==================== pc_branch_ctrl
Fig. 1: pc_branch_ctrl, clock wires, drivers and flops
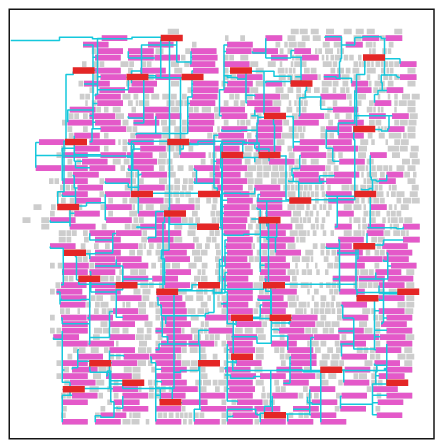

--- config.mk ---
export PLATFORM = sky130hd
export DESIGN_NAME = pc_branch_ctrl
export DESIGN_NICKNAME = d
export VERILOG_FILES = /design/src/rtl/pc_branch_ctrl_pkg.sv /design/src/rtl/branch_lut.sv /design/src/rtl/pc_branch_ctrl.sv
export SDC_FILE = /design/constraint.sdc
export NUM_CORES = 1
export LEC_CHECK = 0
export CORE_AREA = 5 5 172 174
export CTS_BUF_LIST = sky130_fd_sc_hd__clkbuf_4 sky130_fd_sc_hd__clkbuf_8 sky130_fd_sc_hd__clkbuf_16
export CTS_CLUSTER_DIAMETER = 60
export CTS_CLUSTER_SIZE = 10
export DETAILED_ROUTE_END_ITERATION = 16
export DIE_AREA = 0 0 177 179
export PLACE_DENSITY = 0.8
export SETUP_SLACK_MARGIN = 0.02
export SYNTH_ARGS = -nofsm -noshare
export SYNTH_HDL_FRONTEND = slang
export SYNTH_HIERARCHICAL = 1
export SYNTH_SLANG_ARGS = --single-unit
export TNS_END_PERCENT = 30
--- constraint.sdc ---
create_clock -name clk -period 4.2 [get_ports clk]
set_input_delay 0.42 -clock clk [delete_from_list [all_inputs] [get_ports clk]]
set_output_delay 0.42 -clock clk [all_outputs]
set_load 0.02 [all_outputs]
--- src/rtl/pc_branch_ctrl_pkg.sv ---
// Shared definitions for the program-counter / branch-resolution stage:
// FSM encoding, default widths and the reset pc.
package pc_branch_ctrl_pkg;

  typedef enum logic [1:0] {
    ST_IDLE = 2'b00,
    ST_RUN  = 2'b01,
    ST_DONE = 2'b10
  } state_t;

  localparam int PC_W_DEF   = 10;
  localparam int LUT_AW_DEF = 5;
  localparam int RESET_PC   = 0;

endpackage

--- src/rtl/branch_lut.sv ---
// Branch-target lookup table: synchronous write, synchronous clear on reset,
// combinational read so the target feeds the next-pc mux in the same cycle.
module branch_lut #(
  parameter int LUT_AW = 5,
  parameter int PC_W   = 10
) (
  input  logic              clk,
  input  logic              reset,
  input  logic              we,
  input  logic [LUT_AW-1:0] waddr,
  input  logic [PC_W-1:0]   wdata,
  input  logic [LUT_AW-1:0] raddr,
  output logic [PC_W-1:0]   rdata
);

  localparam int DEPTH = 1 << LUT_AW;

  logic [PC_W-1:0] mem [DEPTH];

  always_ff @(posedge clk) begin
    if (reset) begin
      for (int i = 0; i < DEPTH; i++) mem[i] <= '0;
    end else if (we) begin
      mem[waddr] <= wdata;
    end
  end

  assign rdata = mem[raddr];

endmodule

--- src/rtl/pc_branch_ctrl.sv ---
// PC and branch-resolution stage: IDLE/RUN/DONE program handshake, prioritised
// next-pc selection through the target LUT, and a saturating run-cycle counter.
module pc_branch_ctrl
  import pc_branch_ctrl_pkg::*;
#(
  parameter int PC_W   = PC_W_DEF,
  parameter int LUT_AW = LUT_AW_DEF,
  parameter int CNT_W  = 16
) (
  input  logic              clk,
  input  logic              reset,
  input  logic              start,
  input  logic              stall,
  input  logic              branch_en,
  input  logic              branch_on_zero,
  input  logic              branch_flag,
  input  logic              jump_en,
  input  logic [LUT_AW-1:0] target_idx,
  input  logic              halt,
  input  logic              lut_we,
  input  logic [LUT_AW-1:0] lut_waddr,
  input  logic [PC_W-1:0]   lut_wdata,
  output logic [PC_W-1:0]   pc,
  output logic              running,
  output logic              done,
  output logic              taken,
  output logic [CNT_W-1:0]  cycle_count,
  output logic [1:0]        fsm_state
);

  state_t          state;
  logic [PC_W-1:0] target_pc;
  logic            redirect;

  // Table is only writable while idle, so a write never races a RUN-time read.
  branch_lut #(
    .LUT_AW (LUT_AW),
    .PC_W   (PC_W)
  ) u_lut (
    .clk   (clk),
    .reset (reset),
    .we    (lut_we && (state == ST_IDLE)),
    .waddr (lut_waddr),
    .wdata (lut_wdata),
    .raddr (target_idx),
    .rdata (target_pc)
  );

  assign redirect  = jump_en || (branch_en && (branch_flag == branch_on_zero));
  assign fsm_state = state;

  always_ff @(posedge clk) begin
    if (reset) begin
      state       <= ST_IDLE;
      pc          <= PC_W'(RESET_PC);
      running     <= 1'b0;
      done        <= 1'b0;
      taken       <= 1'b0;
      cycle_count <= '0;
    end else begin
      case (state)
        ST_IDLE, ST_DONE: begin
          if (start) begin
            state       <= ST_RUN;
            pc          <= PC_W'(RESET_PC);
            running     <= 1'b1;
            done        <= 1'b0;
            taken       <= 1'b0;
            cycle_count <= '0;
          end
        end
        ST_RUN: begin
          // Counts every RUN cycle, stalled or not, and sticks at all-ones.
          if (cycle_count != '1) cycle_count <= cycle_count + CNT_W'(1);
          if (stall) begin
            taken <= 1'b0;
          end else if (halt) begin
            state   <= ST_DONE;
            running <= 1'b0;
            done    <= 1'b1;
            taken   <= 1'b0;
          end else if (redirect) begin
            pc    <= target_pc;
            taken <= 1'b1;
          end else begin
            pc    <= pc + PC_W'(1);
            taken <= 1'b0;
          end
        end
        default: begin
          state   <= ST_IDLE;
          running <= 1'b0;
          done    <= 1'b0;
          taken   <= 1'b0;
        end
      endcase
    end
  end

endmodule
==================== hazard_ctrl
## src/rtl/hazard_ctrl.sv

```systemverilog
// hazard_ctrl
//   Hazard and stall controller for the 16-bit five-stage core. It compares the
//   decode-stage source registers against the instruction held in ID/EX. From
//   that it steers hold, bubble and flush controls into PC, IF/ID, ID/EX and
//   EX/MEM. It covers load-use stalls, EX-resolved redirects, data-memory waits
//   (guarded by a watchdog) and the drain that follows a halt.
//
// Ports
//   clk, rst                        clock (rising edge), async active-high reset
//   id_valid                        decode holds a real instruction
//   id_rs_num, id_rt_num            decode source register numbers
//   id_rs_used, id_rt_used          source register actually read
//   idex_memReadEnable              instruction in EX is a load
//   idex_regWriteEnable             instruction in EX writes a register
//   idex_regWriteNum                destination register of the EX instruction
//   idex_halt                       halt sitting in ID/EX
//   ex_redirect                     taken branch/jump resolved in EX
//   mem_busy                        data memory not done this cycle
//   pc_hold, ifid_hold, idex_hold,  recirculate the corresponding register
//   exmem_hold
//   ifid_flush                      load a NOP into IF/ID
//   idex_bubble                     load a NOP into ID/EX
//   halted                          pipeline drained after halt
//   err_timeout                     sticky memory watchdog error
//   stall_cnt, flush_cnt            saturating event counters
module hazard_ctrl #(
  parameter int CNT_W       = 16,
  parameter int MEM_TIMEOUT = 15,
  parameter int DRAIN       = 2
) (
  input  logic             clk,
  input  logic             rst,
  input  logic             id_valid,
  input  logic [2:0]       id_rs_num,
  input  logic [2:0]       id_rt_num,
  input  logic             id_rs_used,
  input  logic             id_rt_used,
  input  logic             idex_memReadEnable,
  input  logic             idex_regWriteEnable,
  input  logic [2:0]       idex_regWriteNum,
  input  logic             idex_halt,
  input  logic             ex_redirect,
  input  logic             mem_busy,
  output logic             pc_hold,
  output logic             ifid_hold,
  output logic             idex_hold,
  output logic             exmem_hold,
  output logic             ifid_flush,
  output logic             idex_bubble,
  output logic             halted,
  output logic             err_timeout,
  output logic [CNT_W-1:0] stall_cnt,
  output logic [CNT_W-1:0] flush_cnt
);

  localparam int WAIT_W = (MEM_TIMEOUT < 1) ? 1 : $clog2(MEM_TIMEOUT + 1);
  localparam int DRN_W  = (DRAIN < 1) ? 1 : $clog2(DRAIN + 1);

  typedef enum logic [1:0] {
    ST_RUN,
    ST_MEMWAIT,
    ST_DRAIN,
    ST_HALTED
  } state_t;

  state_t              state, state_nx;
  logic [WAIT_W-1:0]   wait_cnt, wait_nx;
  logic [DRN_W-1:0]    drain_cnt, drain_nx;

  logic load_use;
  logic run_rules;
  logic stall_inc, flush_inc, timeout_set;
  logic pc_hold_c, ifid_hold_c, idex_hold_c, exmem_hold_c;
  logic ifid_flush_c, idex_bubble_c;

  assign load_use = id_valid & idex_memReadEnable & idex_regWriteEnable &
                    ((id_rs_used & (id_rs_num == idex_regWriteNum)) |
                     (id_rt_used & (id_rt_num == idex_regWriteNum)));

  // The release cycle of a memory wait is handled exactly like a RUN cycle,
  // so a redirect or load-use held back during the wait acts immediately.
  assign run_rules = (state == ST_RUN) || ((state == ST_MEMWAIT) && !mem_busy);

  always_comb begin
    state_nx      = state;
    wait_nx       = wait_cnt;
    drain_nx      = drain_cnt;
    stall_inc     = 1'b0;
    flush_inc     = 1'b0;
    timeout_set   = 1'b0;
    pc_hold_c     = 1'b0;
    ifid_hold_c   = 1'b0;
    idex_hold_c   = 1'b0;
    exmem_hold_c  = 1'b0;
    ifid_flush_c  = 1'b0;
    idex_bubble_c = 1'b0;

    case (state)
      ST_MEMWAIT: begin
        if (mem_busy) begin
          pc_hold_c    = 1'b1;
          ifid_hold_c  = 1'b1;
          idex_hold_c  = 1'b1;
          exmem_hold_c = 1'b1;
          stall_inc    = 1'b1;
          if (wait_cnt >= WAIT_W'(MEM_TIMEOUT - 1)) begin
            timeout_set = 1'b1;
            state_nx    = ST_HALTED;
          end else begin
            wait_nx = wait_cnt + WAIT_W'(1);
          end
        end
      end
      ST_DRAIN: begin
        pc_hold_c     = 1'b1;
        ifid_flush_c  = 1'b1;
        idex_bubble_c = 1'b1;
        if (mem_busy) begin
          exmem_hold_c = 1'b1;
        end else if (drain_cnt <= DRN_W'(1)) begin
          drain_nx = '0;
          state_nx = ST_HALTED;
        end else begin
          drain_nx = drain_cnt - DRN_W'(1);
        end
      end
      ST_HALTED: begin
        pc_hold_c     = 1'b1;
        ifid_hold_c   = 1'b1;
        idex_bubble_c = 1'b1;
      end
      default: ;
    endcase

    if (run_rules) begin
      state_nx = ST_RUN;
      wait_nx  = '0;
      if (mem_busy) begin
        pc_hold_c    = 1'b1;
        ifid_hold_c  = 1'b1;
        idex_hold_c  = 1'b1;
        exmem_hold_c = 1'b1;
        stall_inc    = 1'b1;
        if (MEM_TIMEOUT <= 1) begin
          timeout_set = 1'b1;
          state_nx    = ST_HALTED;
        end else begin
          state_nx = ST_MEMWAIT;
          wait_nx  = WAIT_W'(1);
        end
      end else if (idex_halt) begin
        pc_hold_c     = 1'b1;
        ifid_flush_c  = 1'b1;
        idex_bubble_c = 1'b1;
        state_nx      = ST_DRAIN;
        drain_nx      = DRN_W'(DRAIN);
      end else if (ex_redirect) begin
        // A redirect squashes any load-use dependent, so it wins outright.
        ifid_flush_c  = 1'b1;
        idex_bubble_c = 1'b1;
        flush_inc     = 1'b1;
      end else if (load_use) begin
        pc_hold_c     = 1'b1;
        ifid_hold_c   = 1'b1;
        idex_bubble_c = 1'b1;
        stall_inc     = 1'b1;
      end
    end
  end

  // Controls are forced low for as long as reset is applied.
  assign pc_hold     = pc_hold_c     & ~rst;
  assign ifid_hold   = ifid_hold_c   & ~rst;
  assign idex_hold   = idex_hold_c   & ~rst;
  assign exmem_hold  = exmem_hold_c  & ~rst;
  assign ifid_flush  = ifid_flush_c  & ~rst;
  assign idex_bubble = idex_bubble_c & ~rst;

  always_ff @(posedge clk or posedge rst) begin
    if (rst) begin
      state     <= ST_RUN;
      wait_cnt  <= '0;
      drain_cnt <= '0;
    end else begin
      state     <= state_nx;
      wait_cnt  <= wait_nx;
      drain_cnt <= drain_nx;
    end
  end

  always_ff @(posedge clk or posedge rst) begin
    if (rst) begin
      halted      <= 1'b0;
      err_timeout <= 1'b0;
      stall_cnt   <= '0;
      flush_cnt   <= '0;
    end else begin
      halted      <= (state_nx == ST_HALTED);
      err_timeout <= err_timeout | timeout_set;
      if (stall_inc && (stall_cnt != '1)) stall_cnt <= stall_cnt + CNT_W'(1);
      if (flush_inc && (flush_cnt != '1)) flush_cnt <= flush_cnt + CNT_W'(1);
    end
  end

endmodule

```

## config.mk

```make
export PLATFORM = sky130hd
export DESIGN_NAME = hazard_ctrl
export DESIGN_NICKNAME = d
export VERILOG_FILES = /design/src/rtl/hazard_ctrl.sv
export SDC_FILE = /design/constraint.sdc
export NUM_CORES = 1
export LEC_CHECK = 0
export CAP_MARGIN = 20
export CELL_PAD_IN_SITES_DETAIL_PLACEMENT = 1
export CELL_PAD_IN_SITES_GLOBAL_PLACEMENT = 1
export CORE_MARGIN = 2
export CORE_UTILIZATION = 35
export CTS_CLUSTER_DIAMETER = 100
export DETAILED_ROUTE_END_ITERATION = 8
export GPL_ROUTABILITY_DRIVEN = 1
export GPL_TIMING_DRIVEN = 0
export PLACE_DENSITY = 0.79
export RECOVER_POWER = 100
export SYNTH_ARGS = -nofsm -noshare
export SYNTH_HDL_FRONTEND = slang
export SYNTH_SLANG_ARGS = --single-unit
```

## constraint.sdc

```tcl
create_clock -name clk -period 2.58 [get_ports clk]
set_input_delay 0.387 -clock clk [delete_from_list [all_inputs] [get_ports clk]]
set_output_delay 0.387 -clock clk [all_outputs]
set_load 0.05 [all_outputs]
```

==================== pipelined_word_adder
## config.mk

```make
export PLATFORM = sky130hd
export DESIGN_NAME = pipelined_word_adder
export DESIGN_NICKNAME = d
export VERILOG_FILES = /design/src/rtl/pipelined_word_adder_pkg.sv /design/src/rtl/pipelined_word_adder_slice.sv /design/src/rtl/pipelined_word_adder.sv
export SDC_FILE = /design/constraint.sdc
export NUM_CORES = 1
export LEC_CHECK = 0
export ABC_AREA = 1
export CAP_MARGIN = 20
export CORE_MARGIN = 2
export CORE_UTILIZATION = 45
export DETAILED_ROUTE_END_ITERATION = 7
export GPL_TIMING_DRIVEN = 1
export PLACE_DENSITY_LB_ADDON = 0.12
export SYNTH_ARGS = -nofsm -noshare
export SYNTH_HDL_FRONTEND = slang
export SYNTH_SLANG_ARGS = --single-unit
```

## constraint.sdc

```tcl
create_clock -name clock -period 3.77 [get_ports clock]
set_clock_uncertainty 0.05 [all_clocks]
set_input_delay 0.377 -clock clock [delete_from_list [all_inputs] [get_ports clock]]
set_output_delay 0.377 -clock clock [all_outputs]
set_load 0.005 [all_outputs]
```

## src/rtl/pipelined_word_adder_pkg.sv

```systemverilog
// Shared definitions for the pipelined word adder.
//   ADDER_OP_W   width of the operation code
//   adder_op_e   ADD / ADC / SUB / SBC encodings
//   op_inverts_b true for operations that add the one's complement of B
//   op_carry_in  carry injected into the least significant slice
package pipelined_word_adder_pkg;

  localparam int unsigned ADDER_OP_W = 2;

  typedef enum logic [ADDER_OP_W-1:0] {
    ADDER_OP_ADD = 2'b00,
    ADDER_OP_ADC = 2'b01,
    ADDER_OP_SUB = 2'b10,
    ADDER_OP_SBC = 2'b11
  } adder_op_e;

  function automatic logic op_inverts_b(input adder_op_e op);
    return (op == ADDER_OP_SUB) || (op == ADDER_OP_SBC);
  endfunction

  // ADD forces 0, SUB forces 1 (two's complement), ADC/SBC use the caller's carry.
  function automatic logic op_carry_in(input adder_op_e op, input logic cin);
    logic c;
    case (op)
      ADDER_OP_ADD: c = 1'b0;
      ADDER_OP_ADC: c = cin;
      ADDER_OP_SUB: c = 1'b1;
      default:      c = cin;
    endcase
    return c;
  endfunction

endpackage

```

## src/rtl/pipelined_word_adder_slice.sv

```systemverilog
// One carry-chain slice of the pipelined word adder.
//   a, b  : SLICE_W-bit operand slices (b already inverted for subtraction)
//   cin   : carry into the slice LSB
//   sum   : SLICE_W-bit slice sum
//   cout  : carry out of the slice MSB
//   cmsb  : carry into the slice MSB (XOR with cout gives signed overflow)
module pipelined_word_adder_slice #(
  parameter int unsigned SLICE_W = 16
) (
  input  logic [SLICE_W-1:0] a,
  input  logic [SLICE_W-1:0] b,
  input  logic               cin,
  output logic [SLICE_W-1:0] sum,
  output logic               cout,
  output logic               cmsb
);

  logic [SLICE_W:0] full;

  always_comb begin
    full = {1'b0, a} + {1'b0, b} + {{SLICE_W{1'b0}}, cin};
    sum  = full[SLICE_W-1:0];
    cout = full[SLICE_W];
    // Sum bit = a ^ b ^ carry-in, so the carry into the MSB falls out of an XOR.
    cmsb = sum[SLICE_W-1] ^ a[SLICE_W-1] ^ b[SLICE_W-1];
  end

endmodule

```

## src/rtl/pipelined_word_adder.sv

```systemverilog
// Pipelined ADD/ADC/SUB/SBC unit with ARM-style N/Z/C/V flags.
// The WIDTH-bit carry chain is cut into STAGES slices, one slice per register
// stage; latency is STAGES cycles and throughput one operation per cycle.
// Optional build macro: ADDER_SATURATE_EN (clamp result on signed overflow).
// Ports:
//   clock, reset                 rising-edge clock, asynchronous active-low reset
//   in_Flush                     kill every in-flight operation (synchronous)
//   in_Valid / out_Ready         operand handshake
//   in_Op                        00 ADD, 01 ADC, 10 SUB, 11 SBC
//   in_LeftOperand/RightOperand  A and B
//   in_LowCarry                  carry-in for ADC/SBC
//   out_Valid / in_Ready         result handshake
//   out_Result                   sum (clamped when saturation is built in)
//   out_Carry/Zero/Neg/Overflow  C Z N V flags
//   out_Sat                      saturation happened (0 unless ADDER_SATURATE_EN)
module pipelined_word_adder
  import pipelined_word_adder_pkg::*;
#(
  parameter int unsigned WIDTH  = 32,
  parameter int unsigned STAGES = 2
) (
  input  logic                  clock,
  input  logic                  reset,
  input  logic                  in_Flush,
  input  logic                  in_Valid,
  output logic                  out_Ready,
  input  logic [ADDER_OP_W-1:0] in_Op,
  input  logic [WIDTH-1:0]      in_LeftOperand,
  input  logic [WIDTH-1:0]      in_RightOperand,
  input  logic                  in_LowCarry,
  output logic                  out_Valid,
  input  logic                  in_Ready,
  output logic [WIDTH-1:0]      out_Result,
  output logic                  out_Carry,
  output logic                  out_Zero,
  output logic                  out_Neg,
  output logic                  out_Overflow,
  output logic                  out_Sat
);

  localparam int unsigned SW   = WIDTH / STAGES;
  localparam int unsigned LAST = STAGES - 1;

  if (STAGES < 1 || STAGES > 4 || (WIDTH % STAGES) != 0) begin : g_bad_cfg
    $error("pipelined_word_adder: STAGES must be 1..4 and divide WIDTH");
  end

  // Stage registers. sum_q[k] holds result bits [0 .. (k+1)*SW-1]; a_q/b_q carry
  // the not-yet-added upper operand slices forward.
  logic [STAGES-1:0] valid_q;
  logic [STAGES-1:0] carry_q;
  logic              cmsb_q;
  logic [WIDTH-1:0]  sum_q [STAGES];
  logic [WIDTH-1:0]  a_q   [STAGES];
  logic [WIDTH-1:0]  b_q   [STAGES];

  logic [STAGES-1:0] load_en;
  logic [STAGES-1:0] stg_v;
  logic [WIDTH-1:0]  stg_a   [STAGES];
  logic [WIDTH-1:0]  stg_b   [STAGES];
  logic [WIDTH-1:0]  stg_sum [STAGES];

  logic [WIDTH-1:0]  slice_a;
  logic [WIDTH-1:0]  slice_b;
  logic [WIDTH-1:0]  slice_sum;
  logic [STAGES-1:0] slice_cin;
  logic [STAGES-1:0] slice_cout;
  logic              fin_cmsb;

  adder_op_e         op;
  logic [WIDTH-1:0]  b_eff;
  logic              cin_eff;

  logic [WIDTH-1:0]  fin_res;
  logic              fin_ovf;
  logic              fin_sat;

  // A stage may load when it is empty or its content moves on this cycle.
  // Walking from the output backwards lets bubbles collapse.
  always_comb begin
    logic down_ok;
    down_ok = in_Ready;
    load_en = '0;
    for (int unsigned i = 0; i < STAGES; i++) begin
      load_en[LAST-i] = ~valid_q[LAST-i] | down_ok;
      down_ok         = load_en[LAST-i];
    end
  end

  assign out_Ready = ~in_Flush & load_en[0];

  // Operand conditioning and per-stage inputs.
  always_comb begin
    op        = adder_op_e'(in_Op);
    b_eff     = op_inverts_b(op) ? ~in_RightOperand : in_RightOperand;
    cin_eff   = op_carry_in(op, in_LowCarry);
    stg_v[0]  = in_Valid & ~in_Flush;
    stg_a[0]  = in_LeftOperand;
    stg_b[0]  = b_eff;
    slice_cin = '0;
    slice_cin[0] = cin_eff;
    for (int unsigned k = 1; k < STAGES; k++) begin
      stg_v[k]     = valid_q[k-1];
      stg_a[k]     = a_q[k-1];
      stg_b[k]     = b_q[k-1];
      slice_cin[k] = carry_q[k-1];
    end
    slice_a = '0;
    slice_b = '0;
    for (int unsigned k = 0; k < STAGES; k++) begin
      slice_a[k*SW +: SW] = stg_a[k][k*SW +: SW];
      slice_b[k*SW +: SW] = stg_b[k][k*SW +: SW];
    end
  end

  for (genvar k = 0; k < STAGES; k++) begin : g_slice
    if (k == LAST) begin : g_last
      pipelined_word_adder_slice #(.SLICE_W(SW)) u_slice (
        .a    (slice_a[k*SW +: SW]),
        .b    (slice_b[k*SW +: SW]),
        .cin  (slice_cin[k]),
        .sum  (slice_sum[k*SW +: SW]),
        .cout (slice_cout[k]),
        .cmsb (fin_cmsb)
      );
    end else begin : g_mid
      logic cmsb_unused;
      pipelined_word_adder_slice #(.SLICE_W(SW)) u_slice (
        .a    (slice_a[k*SW +: SW]),
        .b    (slice_b[k*SW +: SW]),
        .cin  (slice_cin[k]),
        .sum  (slice_sum[k*SW +: SW]),
        .cout (slice_cout[k]),
        .cmsb (cmsb_unused)
      );
    end
  end

  // Merge the freshly added slice into the partial result handed forward.
  always_comb begin
    for (int unsigned k = 0; k < STAGES; k++) begin
      stg_sum[k] = '0;
    end
    for (int unsigned k = 1; k < STAGES; k++) begin
      stg_sum[k] = sum_q[k-1];
    end
    for (int unsigned k = 0; k < STAGES; k++) begin
      stg_sum[k][k*SW +: SW] = slice_sum[k*SW +: SW];
    end
  end

  always_ff @(posedge clock or negedge reset) begin
    if (!reset) begin
      valid_q <= '0;
      carry_q <= '0;
      cmsb_q  <= 1'b0;
      for (int unsigned k = 0; k < STAGES; k++) begin
        sum_q[k] <= '0;
        a_q[k]   <= '0;
        b_q[k]   <= '0;
      end
    end else begin
      for (int unsigned k = 0; k < STAGES; k++) begin
        if (in_Flush) begin
          valid_q[k] <= 1'b0;
        end else if (load_en[k]) begin
          valid_q[k] <= stg_v[k];
          if (stg_v[k]) begin
            sum_q[k]   <= stg_sum[k];
            a_q[k]     <= stg_a[k];
            b_q[k]     <= stg_b[k];
            carry_q[k] <= slice_cout[k];
            if (k == LAST) begin
              cmsb_q <= fin_cmsb;
            end
          end
        end
      end
    end
  end

  // Flags come only from the final stage and are masked until out_Valid.
  always_comb begin
    fin_res = sum_q[LAST];
    fin_ovf = carry_q[LAST] ^ cmsb_q;
    fin_sat = 1'b0;
`ifdef ADDER_SATURATE_EN
    // A wrapped negative result means the true value overflowed positive.
    if (fin_ovf) begin
      fin_res = sum_q[LAST][WIDTH-1] ? {1'b0, {(WIDTH-1){1'b1}}}
                                     : {1'b1, {(WIDTH-1){1'b0}}};
      fin_sat = 1'b1;
    end
`endif
    out_Valid    = valid_q[LAST];
    out_Result   = out_Valid ? fin_res : '0;
    out_Carry    = out_Valid & carry_q[LAST];
    out_Overflow = out_Valid & fin_ovf;
    out_Neg      = out_Valid & fin_res[WIDTH-1];
    out_Zero     = out_Valid & (fin_res == '0);
    out_Sat      = out_Valid & fin_sat;
  end

endmodule
```

==================== yc_niu_rx
File: src/rtl/yc_noc_defs.sv
// ---------------------------------------------------------------------------
// yc_noc_defs -- shared NoC definitions.
//   SEQ_W, TS_W      : sequence-number and timestamp widths
//   COORD_W          : width of each mesh coordinate field
//   PAYLOAD_W        : flit payload width
//   flit_t           : packed flit {dst_x, dst_y, src_x, src_y, seq, ts, payload}
//   rx_stall_e       : receive backpressure FSM states {RDY, STALL}
// ---------------------------------------------------------------------------
package yc_noc_defs;

  localparam int SEQ_W     = 16;
  localparam int TS_W      = 16;
  localparam int COORD_W   = 4;
  localparam int PAYLOAD_W = 32;

  typedef struct packed {
    logic [COORD_W-1:0]   dst_x;
    logic [COORD_W-1:0]   dst_y;
    logic [COORD_W-1:0]   src_x;
    logic [COORD_W-1:0]   src_y;
    logic [SEQ_W-1:0]     seq;
    logic [TS_W-1:0]      ts;
    logic [PAYLOAD_W-1:0] payload;
  } flit_t;

  typedef enum logic {
    RDY   = 1'b0,
    STALL = 1'b1
  } rx_stall_e;

endpackage

File: src/rtl/yc_niu_rx_seqchk.sv
// ---------------------------------------------------------------------------
// yc_niu_rx_seqchk -- per-source sequence continuity tracker.
// One entry per mesh node (index src_y*MAX_X + src_x) holding a seen bit and
// the next expected sequence number. The checker always resyncs to seq+1.
// Ports:
//   clk, rst_n  : clock, synchronous active-low reset (clears seen bits)
//   chk_valid   : a flit is in the check stage this cycle
//   src_x/src_y : source coordinates of that flit
//   seq         : its sequence number
//   src_ok      : source coordinates lie inside the MAX_X x MAX_Y mesh
//   seq_err     : flit is a discontinuity (valid only when chk_valid)
// ---------------------------------------------------------------------------
module yc_niu_rx_seqchk
  import yc_noc_defs::*;
#(
  parameter int MAX_X = 4,
  parameter int MAX_Y = 4
) (
  input  logic               clk,
  input  logic               rst_n,
  input  logic               chk_valid,
  input  logic [COORD_W-1:0] src_x,
  input  logic [COORD_W-1:0] src_y,
  input  logic [SEQ_W-1:0]   seq,
  output logic               src_ok,
  output logic               seq_err
);

  localparam int N     = MAX_X * MAX_Y;
  localparam int IDX_W = (N > 1) ? $clog2(N) : 1;

  logic [N-1:0]     seen_q;
  logic [SEQ_W-1:0] exp_q [N];
  logic [IDX_W-1:0] idx;
  logic             upd;
  int               idx_i;

  // NOTE: combinational blocks use blocking '=' and assign every output a
  // default first, so no path leaves a value held (no latch); sequential
  // blocks use '<=' only.
  always_comb begin
    src_ok  = (int'(src_x) < MAX_X) && (int'(src_y) < MAX_Y);
    idx_i   = int'(src_y) * MAX_X + int'(src_x);
    idx     = src_ok ? IDX_W'(idx_i) : '0;
    upd     = chk_valid && src_ok;
    seq_err = upd && seen_q[idx] && (seq != exp_q[idx]);
  end

  always_ff @(posedge clk) begin
    if (!rst_n) begin
      seen_q <= '0;
    end else if (upd) begin
      seen_q[idx] <= 1'b1;
    end
  end

  // NOTE: the expected-seq array is a memory and is not reset; an entry is
  // only ever read once its seen bit (which is reset) has been set.
  always_ff @(posedge clk) begin
    if (upd) begin
      exp_q[idx] <= seq + SEQ_W'(1);
    end
  end

endmodule

File: src/rtl/yc_niu_rx.sv
// ---------------------------------------------------------------------------
// yc_niu_rx -- NoC receive (ejection) endpoint.
// Accepts flits from a router local output under programmable backpressure,
// registers each accepted flit into a one-deep check stage, then checks the
// destination and the per-source sequence and updates saturating counters.
// Optional build macro YC_NIU_RX_LAT_EN adds latency statistics from the
// flit ts field against a free-running cycle counter.
// Ports:
//   clk, rst_n     : clock, synchronous active-low reset
//   rx_valid       : flit valid from router
//   rx_flit        : flit from router
//   rx_ready       : sink ready (straight from a flop)
//   rx_count       : flits accepted (saturating)
//   err_dst_count  : flits with wrong destination or out-of-range source
//   err_seq_count  : sequence discontinuities
//   err_pulse      : one-cycle pulse per flit with any error
//   last_flit      : most recently checked flit
//   last_valid     : last_flit holds a real flit
//   lat_min/lat_max/lat_sum : latency stats (YC_NIU_RX_LAT_EN only)
// ---------------------------------------------------------------------------
module yc_niu_rx
  import yc_noc_defs::*;
#(
  parameter int MY_X         = 0,
  parameter int MY_Y         = 0,
  parameter int MAX_X        = 4,
  parameter int MAX_Y        = 4,
  parameter int STALL_PERIOD = 0,
  parameter int STALL_CYC    = 0,
  parameter int CNT_W        = 32
) (
  input  logic             clk,
  input  logic             rst_n,
  input  logic             rx_valid,
  input  flit_t            rx_flit,
  output logic             rx_ready,
  output logic [CNT_W-1:0] rx_count,
  output logic [CNT_W-1:0] err_dst_count,
  output logic [CNT_W-1:0] err_seq_count,
  output logic             err_pulse,
  output flit_t            last_flit,
  output logic             last_valid
`ifdef YC_NIU_RX_LAT_EN
  ,
  output logic [TS_W-1:0]  lat_min,
  output logic [TS_W-1:0]  lat_max,
  output logic [CNT_W-1:0] lat_sum
`endif
);

  localparam int PH_W = (STALL_PERIOD > 1) ? $clog2(STALL_PERIOD) : 1;
  localparam logic [PH_W-1:0]  PH_ONE  = PH_W'(1);
  localparam logic [CNT_W-1:0] CNT_ONE = CNT_W'(1);

  // ---------------- backpressure FSM ----------------
  // The state register resets to STALL so rx_ready is low in reset and rises
  // on the first clock edge with rst_n high. The phase counter leads the
  // state by one edge: state after edge k reflects phase k-1.
  rx_stall_e       state_q, state_d;
  logic [PH_W-1:0] phase_q, phase_d;

  always_ff @(posedge clk) begin
    if (!rst_n) begin
      state_q <= STALL;
      phase_q <= '0;
    end else begin
      state_q <= state_d;
      phase_q <= phase_d;
    end
  end

  always_comb begin
    state_d = RDY;
    phase_d = '0;
    if (STALL_PERIOD > 1 && int'(phase_q) != STALL_PERIOD - 1) begin
      phase_d = phase_q + PH_ONE;
    end
    if (STALL_PERIOD > 0 && STALL_CYC > 0 &&
        int'(phase_q) >= STALL_PERIOD - STALL_CYC) begin
      state_d = STALL;
    end
  end

  always_comb begin
    rx_ready = (state_q == RDY);
  end

  // ---------------- check stage ----------------
  logic  chk_valid_q;
  flit_t chk_flit_q;

  always_ff @(posedge clk) begin
    if (!rst_n) begin
      chk_valid_q <= 1'b0;
      chk_flit_q  <= '0;
    end else begin
      chk_valid_q <= rx_valid && rx_ready;
      if (rx_valid && rx_ready) begin
        chk_flit_q <= rx_flit;
      end
    end
  end

  logic src_ok, seq_err, dst_err;

  yc_niu_rx_seqchk #(
    .MAX_X (MAX_X),
    .MAX_Y (MAX_Y)
  ) u_seqchk (
    .clk       (clk),
    .rst_n     (rst_n),
    .chk_valid (chk_valid_q),
    .src_x     (chk_flit_q.src_x),
    .src_y     (chk_flit_q.src_y),
    .seq       (chk_flit_q.seq),
    .src_ok    (src_ok),
    .seq_err   (seq_err)
  );

  // An out-of-range source cannot be tracked, so it is reported as a
  // routing (destination) error instead.
  always_comb begin
    dst_err = chk_valid_q &&
              ((int'(chk_flit_q.dst_x) != MY_X) ||
               (int'(chk_flit_q.dst_y) != MY_Y) || !src_ok);
  end

  always_ff @(posedge clk) begin
    if (!rst_n) begin
      rx_count      <= '0;
      err_dst_count <= '0;
      err_seq_count <= '0;
      err_pulse     <= 1'b0;
      last_flit     <= '0;
      last_valid    <= 1'b0;
    end else begin
      err_pulse <= dst_err || seq_err;
      if (chk_valid_q) begin
        last_flit  <= chk_flit_q;
        last_valid <= 1'b1;
        if (rx_count != '1) rx_count <= rx_count + CNT_ONE;
      end
      if (dst_err && err_dst_count != '1) err_dst_count <= err_dst_count + CNT_ONE;
      if (seq_err && err_seq_count != '1) err_seq_count <= err_seq_count + CNT_ONE;
    end
  end

`ifdef YC_NIU_RX_LAT_EN
  // ---------------- latency statistics ----------------
  logic [TS_W-1:0]  now_q;
  logic [TS_W-1:0]  lat;
  logic [CNT_W:0]   sum_ext;

  always_comb begin
    lat     = now_q - chk_flit_q.ts;
    sum_ext = {1'b0, lat_sum} + (CNT_W + 1)'(lat);
  end

  always_ff @(posedge clk) begin
    if (!rst_n) begin
      now_q   <= '0;
      lat_min <= '1;
      lat_max <= '0;
      lat_sum <= '0;
    end else begin
      now_q <= now_q + TS_W'(1);
      if (chk_valid_q) begin
        if (lat < lat_min) lat_min <= lat;
        if (lat > lat_max) lat_max <= lat;
        lat_sum <= sum_ext[CNT_W] ? '1 : sum_ext[CNT_W-1:0];
      end
    end
  end
`endif

endmodule

File: config.mk
export PLATFORM = sky130hd
export DESIGN_NAME = yc_niu_rx
export DESIGN_NICKNAME = d
export VERILOG_FILES = /design/src/rtl/yc_noc_defs.sv /design/src/rtl/yc_niu_rx_seqchk.sv /design/src/rtl/yc_niu_rx.sv
export SDC_FILE = /design/constraint.sdc
export NUM_CORES = 1
export LEC_CHECK = 0
export CAP_MARGIN = 10
export CORE_AREA = 10 10 233 235
export DETAILED_ROUTE_END_ITERATION = 8
export DIE_AREA = 0 0 243 245
export PLACE_DENSITY = 0.66
export SETUP_SLACK_MARGIN = 0.2
export SLEW_MARGIN = 20
export SYNTH_ARGS = -nofsm -noshare
export SYNTH_HDL_FRONTEND = slang
export SYNTH_HIERARCHICAL = 1
export SYNTH_SLANG_ARGS = --single-unit
File: constraint.sdc
create_clock -name clk -period 5.25 [get_ports clk]
set_input_delay 0.525 -clock clk [delete_from_list [all_inputs] [get_ports clk]]
set_output_delay 0.525 -clock clk [all_outputs]
set_load 0.05 [all_outputs]
Fig. 2: pipelined_word_adder, sequential cells grouped by signal name
Other sequential cells in the stronger grey, the rest of the logic in the fainter grey.
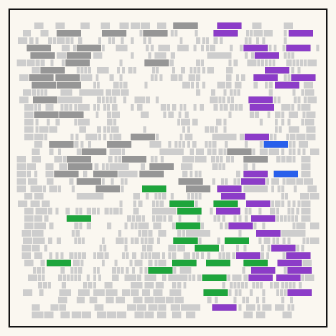
legend:
  fin_res:
    colour: purple
    flops: 32
    where: a vertical strip on the right
  valid_q:
    colour: blue
    flops: 2
  stg_sum:
    colour: green
    flops: 16
not coloured: 35

==> results_dict.tcl, pipelined_word_adder <==
# flow metrics
set metrics [dict create \
    status "finished clean" \
    place_area_mm2 0.006804 \
    logic_gates 574 \
    worst_hold_path_type "flop to flop" \
    largest_class "combinational gates" \
    crit_path_start "valid_q[1]$_DFFE_PN0P_" \
    top_usage_layer "met1" \
    edf_count 0 \
    buf_share_pct 15.97 \
    crit_slowest_cell "clkdlybuf4s50_1" \
    clock_area_share_pct 3.834 \
    cts_hold_buf 0 \
    timing.rr.end "cmsb_q$_DFFE_PN0P_" \
    fill_cells 1185 \
    cts_resized 0 \
    drc 0 \
    final_common_cell "nand2_1" \
    track_usage_pct 21.92 \
    numSynthFlops 85 \
    gp_congestion 0.8818 \
    log.warning_count 26 \
    postSynthSeqShare_pct 37.71 \
    num_tap_cells 168 \
    synth_area_per_cell_um2 7.269 \
    via_per_inst 4.852 \
    die_area_mm2 0.01345 \
    cts-root-buf "clkbuf_16" \
    area_leaders "dfrtp_1 38%, nand2_1 20%, ha_1 6.7%" \
    antenna_left 0 \
    route.met3.wl_um 635 \
    hold_depth 2 \
    use_met2_pct 31.81 \
    hold_viol_final 0 \
    crit_buf_inv 3 \
]
pipelined_word_adder: metrics by stage:
step                      std cells  total power, mW  util (%)  hold WS (ps)
final                          1046            3.255     58.74         430.7
after CTS                      1044            3.274     58.43         219.2
after global placement         1029            2.402     56.18         411.2
after global routing           1046            3.511     58.74         462.0
after floorplan                 776            2.026         -         31.41
after detailed placement       1029            2.428     56.18         414.2
pipelined_word_adder: worst min-delay path: cells and delay by family, from the launching register on:
kind	cells	cell delay, ps
DFF	1	340
and+or+nand+nor	2	110
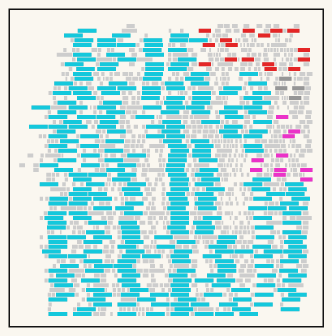
Fig. 3. Sequential cells grouped by signal name (pc_branch_ctrl).
Other sequential cells in the stronger grey, the rest of the logic in the fainter grey.
legend:
  cycle_count:
    colour: red
    flops: 16
    where: north-east
  u_lut/mem:
    colour: cyan
    flops: 320
    where: all over the die
  pc:
    colour: magenta
    flops: 10
    where: east

Notes on Fig. 1 above:
legend:
  clock wires:
    colour: cyan
    length: 3,920 µm
  flip-flops:
    colour: magenta
    count: 350
  clock-net drivers:
    colour: red
    count: 41
routed clock nets: 42

==> results_dict.tcl, pc_branch_ctrl <==
# flow metrics
set metrics [dict create \
    r2r_cells 5 \
    combinationalPower_uw 574 \
    cts_setup_buffers 0 \
    die_area_mm2 0.03168 \
    rows 61 \
    numCtsBuffers 41 \
    clkTransAtPathRegs_ps 60 \
    drc 0 \
    final_common_cell "and2_1" \
    cts-root-buf "clkbuf_16" \
    top_usage_layer "met2" \
    sequentialPower_mw 3.96 \
    cts_tree "done" \
    die_width_um 177 \
    placed_cells 1693 \
    fill_cells 1972 \
    crit_arrival_ps 3080 \
    hold_viol_final 0 \
    top_power_group "registers" \
    synth_area_per_cell_um2 12.48 \
    period_used_pct 68.60 \
    finalSetupTns_ps 0 \
    highest_layer "met4" \
    ys_sh_mux_pct 9.742 \
    port_buffers 60 \
    status "finished clean" \
    required_ps 4400 \
    flop_cell "edfxtp_1" \
    synth_area_mm2 0.01695 \
    yosysCellCount 1359 \
    dp_hpwl_um 26530 \
    finalNonFillerCells 1754 \
    route.met3.wl_um 3630 \
    crit_end "u_lut/mem[7][8]$_SDFFCE_PN0P_" \
]
[pc_branch_ctrl: sequential cells by signal, indices dropped and copies added (netlist names)]
register     count
fsm_state        1
cycle_count     16
running          1
done             1
pc              10
u_lut/mem      320
taken            1
[pc_branch_ctrl: area by class of cell]
cell class	count	area [µm²]	share of cell area (%)
multi-input combinational	878	6083	32.60
timing repair buffer	73	659.4	3.534
inverter	14	52.55	0.2817
tap	378	473.0	2.535
sequential	350	10210	54.72
clock inverter	3	26.28	0.1408
clock buffer	58	1154	6.183
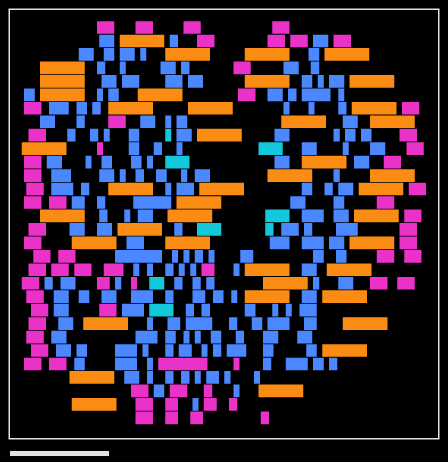
Fig. 4. Cells coloured by class (hazard_ctrl).
Scale bar: 20 µm.
legend:
  remaining logic cells:
    colour: blue
    cells: 183
    share_of_their_area: 42%
  remaining buffers and delay cells:
    colour: magenta
    cells: 65
    share_of_their_area: 20%
  clock drivers and dummy loads:
    colour: cyan
    cells: 8
    share_of_their_area: 2.9%
  registers:
    colour: orange
    cells: 42
    share_of_their_area: 35%

Fig. 5: hazard_ctrl, clock wires, drivers and flops
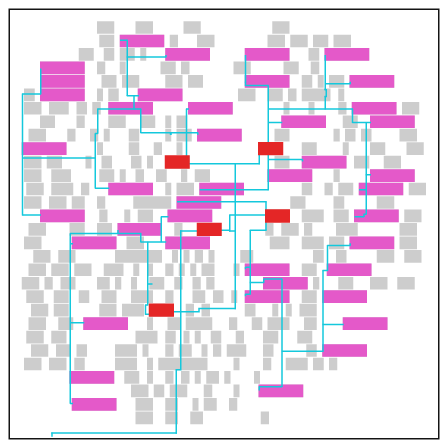
legend:
  flip-flops:
    colour: magenta
    count: 42
  clock-net drivers:
    colour: red
    count: 5
  clock wires:
    colour: cyan
    length: 616 µm
routed clock nets: 6

==> results_dict.tcl, hazard_ctrl <==
# flow metrics
set metrics [dict create \
    critPathKind "flop to output pin" \
    logic_area_mm2 0.001226 \
    combinationalPower_mw 1.66 \
    dr_wl_met2_um 2885 \
    hold_viol_final 0 \
    topCombFamilyByArea "simple AND/OR/NAND/NOR gates" \
    status "finished clean" \
    finalSetupViolations 0 \
    switching_power_mw 1.547 \
    num-nonclk-inverters 11 \
    simple_gate_area_share_pct 23.48 \
    drc 0 \
    worst_slack_ps 106.8 \
    r2r-start "state[1]$_DFF_PP0_" \
    gp_congestion 0.8804 \
]
==> hazard_ctrl: sequential cells by signal, summed over array words and instances, names as in the netlist <==
register	count
flush_cnt	16
stall_cnt	16
err_timeout	1
wait_cnt	4
state	2
halted	1
drain_cnt	2
==> hazard_ctrl: what timing repair did <==
item                                    in CTS  in global routing
setup buffers                                0                  3
pin swaps                                    0                  3
endpoints found under the hold margin        0                  0
resized                                     24                 15
endpoints found under the setup margin       6                  6
Fig. 6: yc_niu_rx, cells coloured by class
Scale bar: 50 µm.
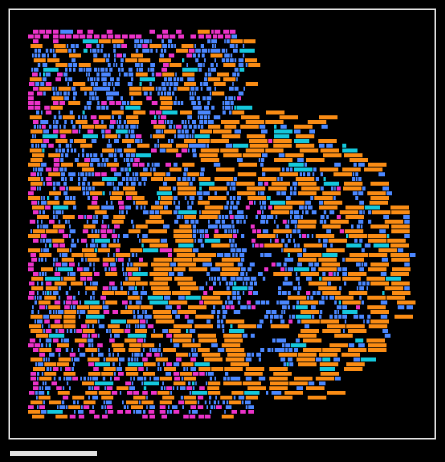
legend:
  clock drivers and dummy loads:
    colour: cyan
    cells: 103
    share_of_their_area: 6.9%
  remaining logic cells:
    colour: blue
    cells: 1,337
    share_of_their_area: 32%
  remaining buffers and delay cells:
    colour: magenta
    cells: 308
    share_of_their_area: 11%
  registers:
    colour: orange
    cells: 532
    share_of_their_area: 50%

==> results_dict.tcl, yc_niu_rx <==
# flow metrics
set metrics [dict create \
    synthXorXnorAreaFrac_pct 1.664 \
    swShare_pct 23.34 \
    synth_cell_types 84 \
    worst_hold_path_type "input port to flop" \
    worst_slack_ps 479.1 \
    highest_layer "met5" \
    via_per_inst 5.797 \
    cpLargestDelayFamily "simple AND/OR/NAND/NOR gates" \
    timing.rr.end "err_seq_count[21]$_SDFFE_PN0P_" \
    die_width_um 243 \
    lay_top_cells "273 x dfxtp_1, 260 x clkdlybuf4s50_1, 256 x edfxtp_1" \
    design_area_mm2 0.02730 \
    fin_nets 2322 \
    yosys_warnings 6 \
    buffers 308 \
    crit_buf_inv 3 \
    largest_class "registers" \
    die_y_um 245 \
    crit_end "err_seq_count[21]$_SDFFE_PN0P_" \
    dp_hpwl_um 46090 \
    yosys_area_mm2 0.02210 \
    async_flop_share_pct 0 \
    timing.fmax_mhz 209.6 \
    critical_path.most_common_cell "nand4_1" \
    top_register "u_seqchk/exp_q" \
    grt_pass1_vias 16560 \
    r2r-start "chk_flit_q[70]$_SDFFE_PN0P_" \
    flop_cell "dfxtp_1" \
    clock_latency_ps 640 \
    logic_area_mm2 0.008330 \
    fp_nets 2080 \
    holdPathEnd "chk_flit_q[12]$_SDFFE_PN0P_" \
    boundaryPins 262 \
    die_area_mm2 0.05954 \
    seqAreaFraction_pct 48.42 \
    status "finished clean" \
    finalNonFillerCells 2956 \
    worst_path_largest_cell_delay_ps 700 \
    logic_gates 1312 \
    critPathKind "flop to flop" \
]
## yc_niu_rx: cells in the mapped netlist (all sizes together) (37+ instances only)
cell / number / area (µm²)
dfxtp: 276 / 5525
edfxtp: 256 / 7687
nand2: 233 / 877.1
nor2: 170 / 648.1
a21oi: 147 / 739.5
mux2i: 126 / 1261
nand3: 75 / 375.4
clkbuf: 71 / 276.5
o21ai: 59 / 299.0
nand4: 56 / 365.3
buf: 51 / 332.8
mux2: 37 / 416.7
or3: 37 / 245.2
## yc_niu_rx: timing repair
item | CTS | global route
buffers inserted | 0 | 0
endpoints found under the setup margin | 0 | 11
resized | 0 | 2


## Gallery

Congestion heat map.
Plate I
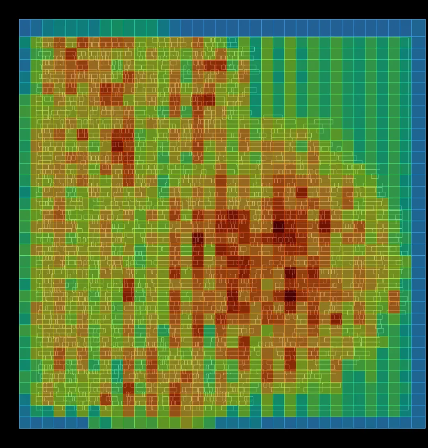
Plate II
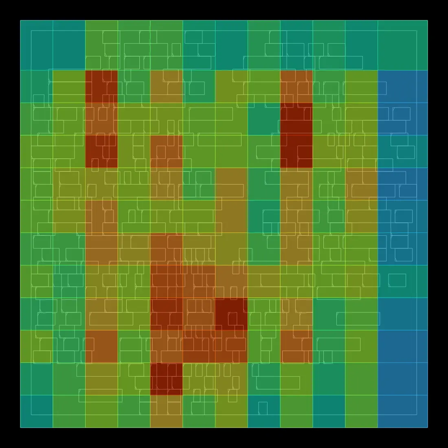
Plate III
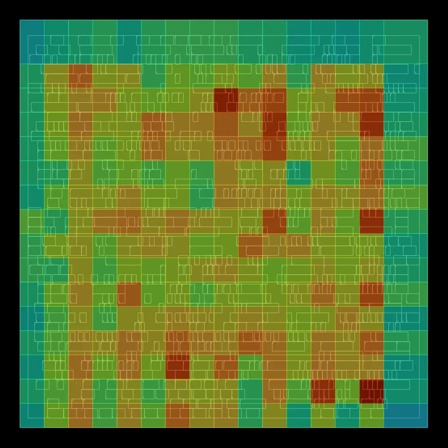
Plate IV
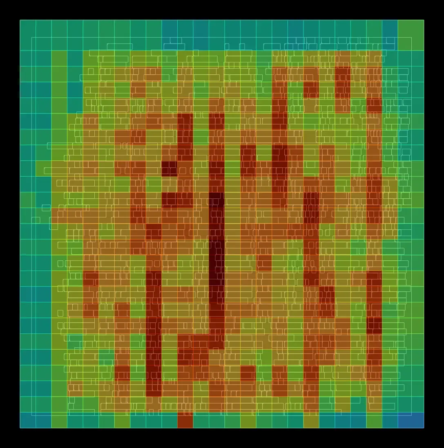
hazard_ctrl is Plate II.
pc_branch_ctrl is Plate IV.
yc_niu_rx is Plate I.
pipelined_word_adder is Plate III.


==> layout pictures side by side <==
Floorplan with the power grid.
Pins as bars on the die edge. Tap cells in grey.
picture 1
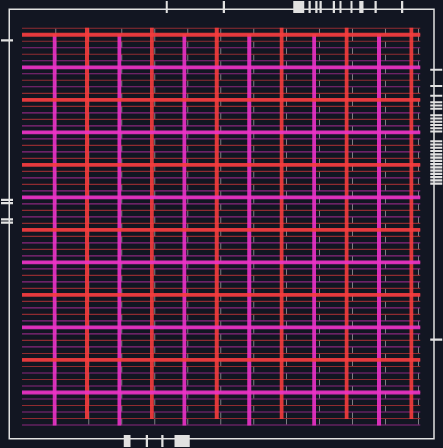
picture 2
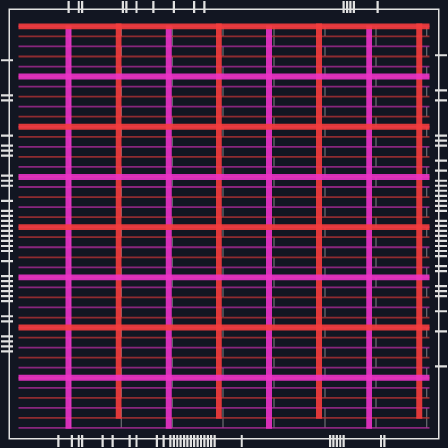
picture 3
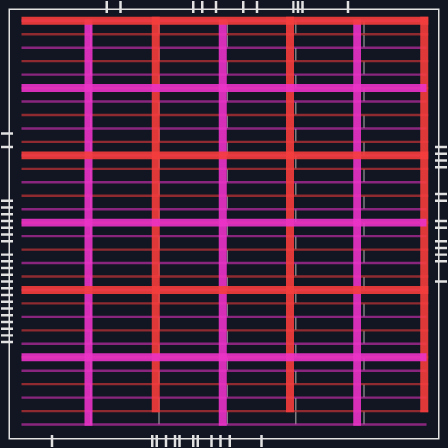
picture 4
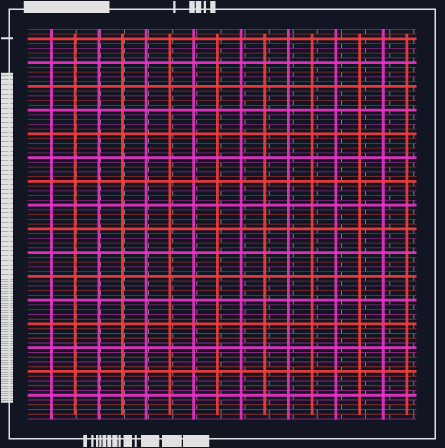
Of these, largest die: picture 4
picture 4 -> yc_niu_rx
picture 3 -> hazard_ctrl
picture 1 -> pc_branch_ctrl
picture 2 -> pipelined_word_adder

No activity file was given, so power comes from the tool's default toggle rates.
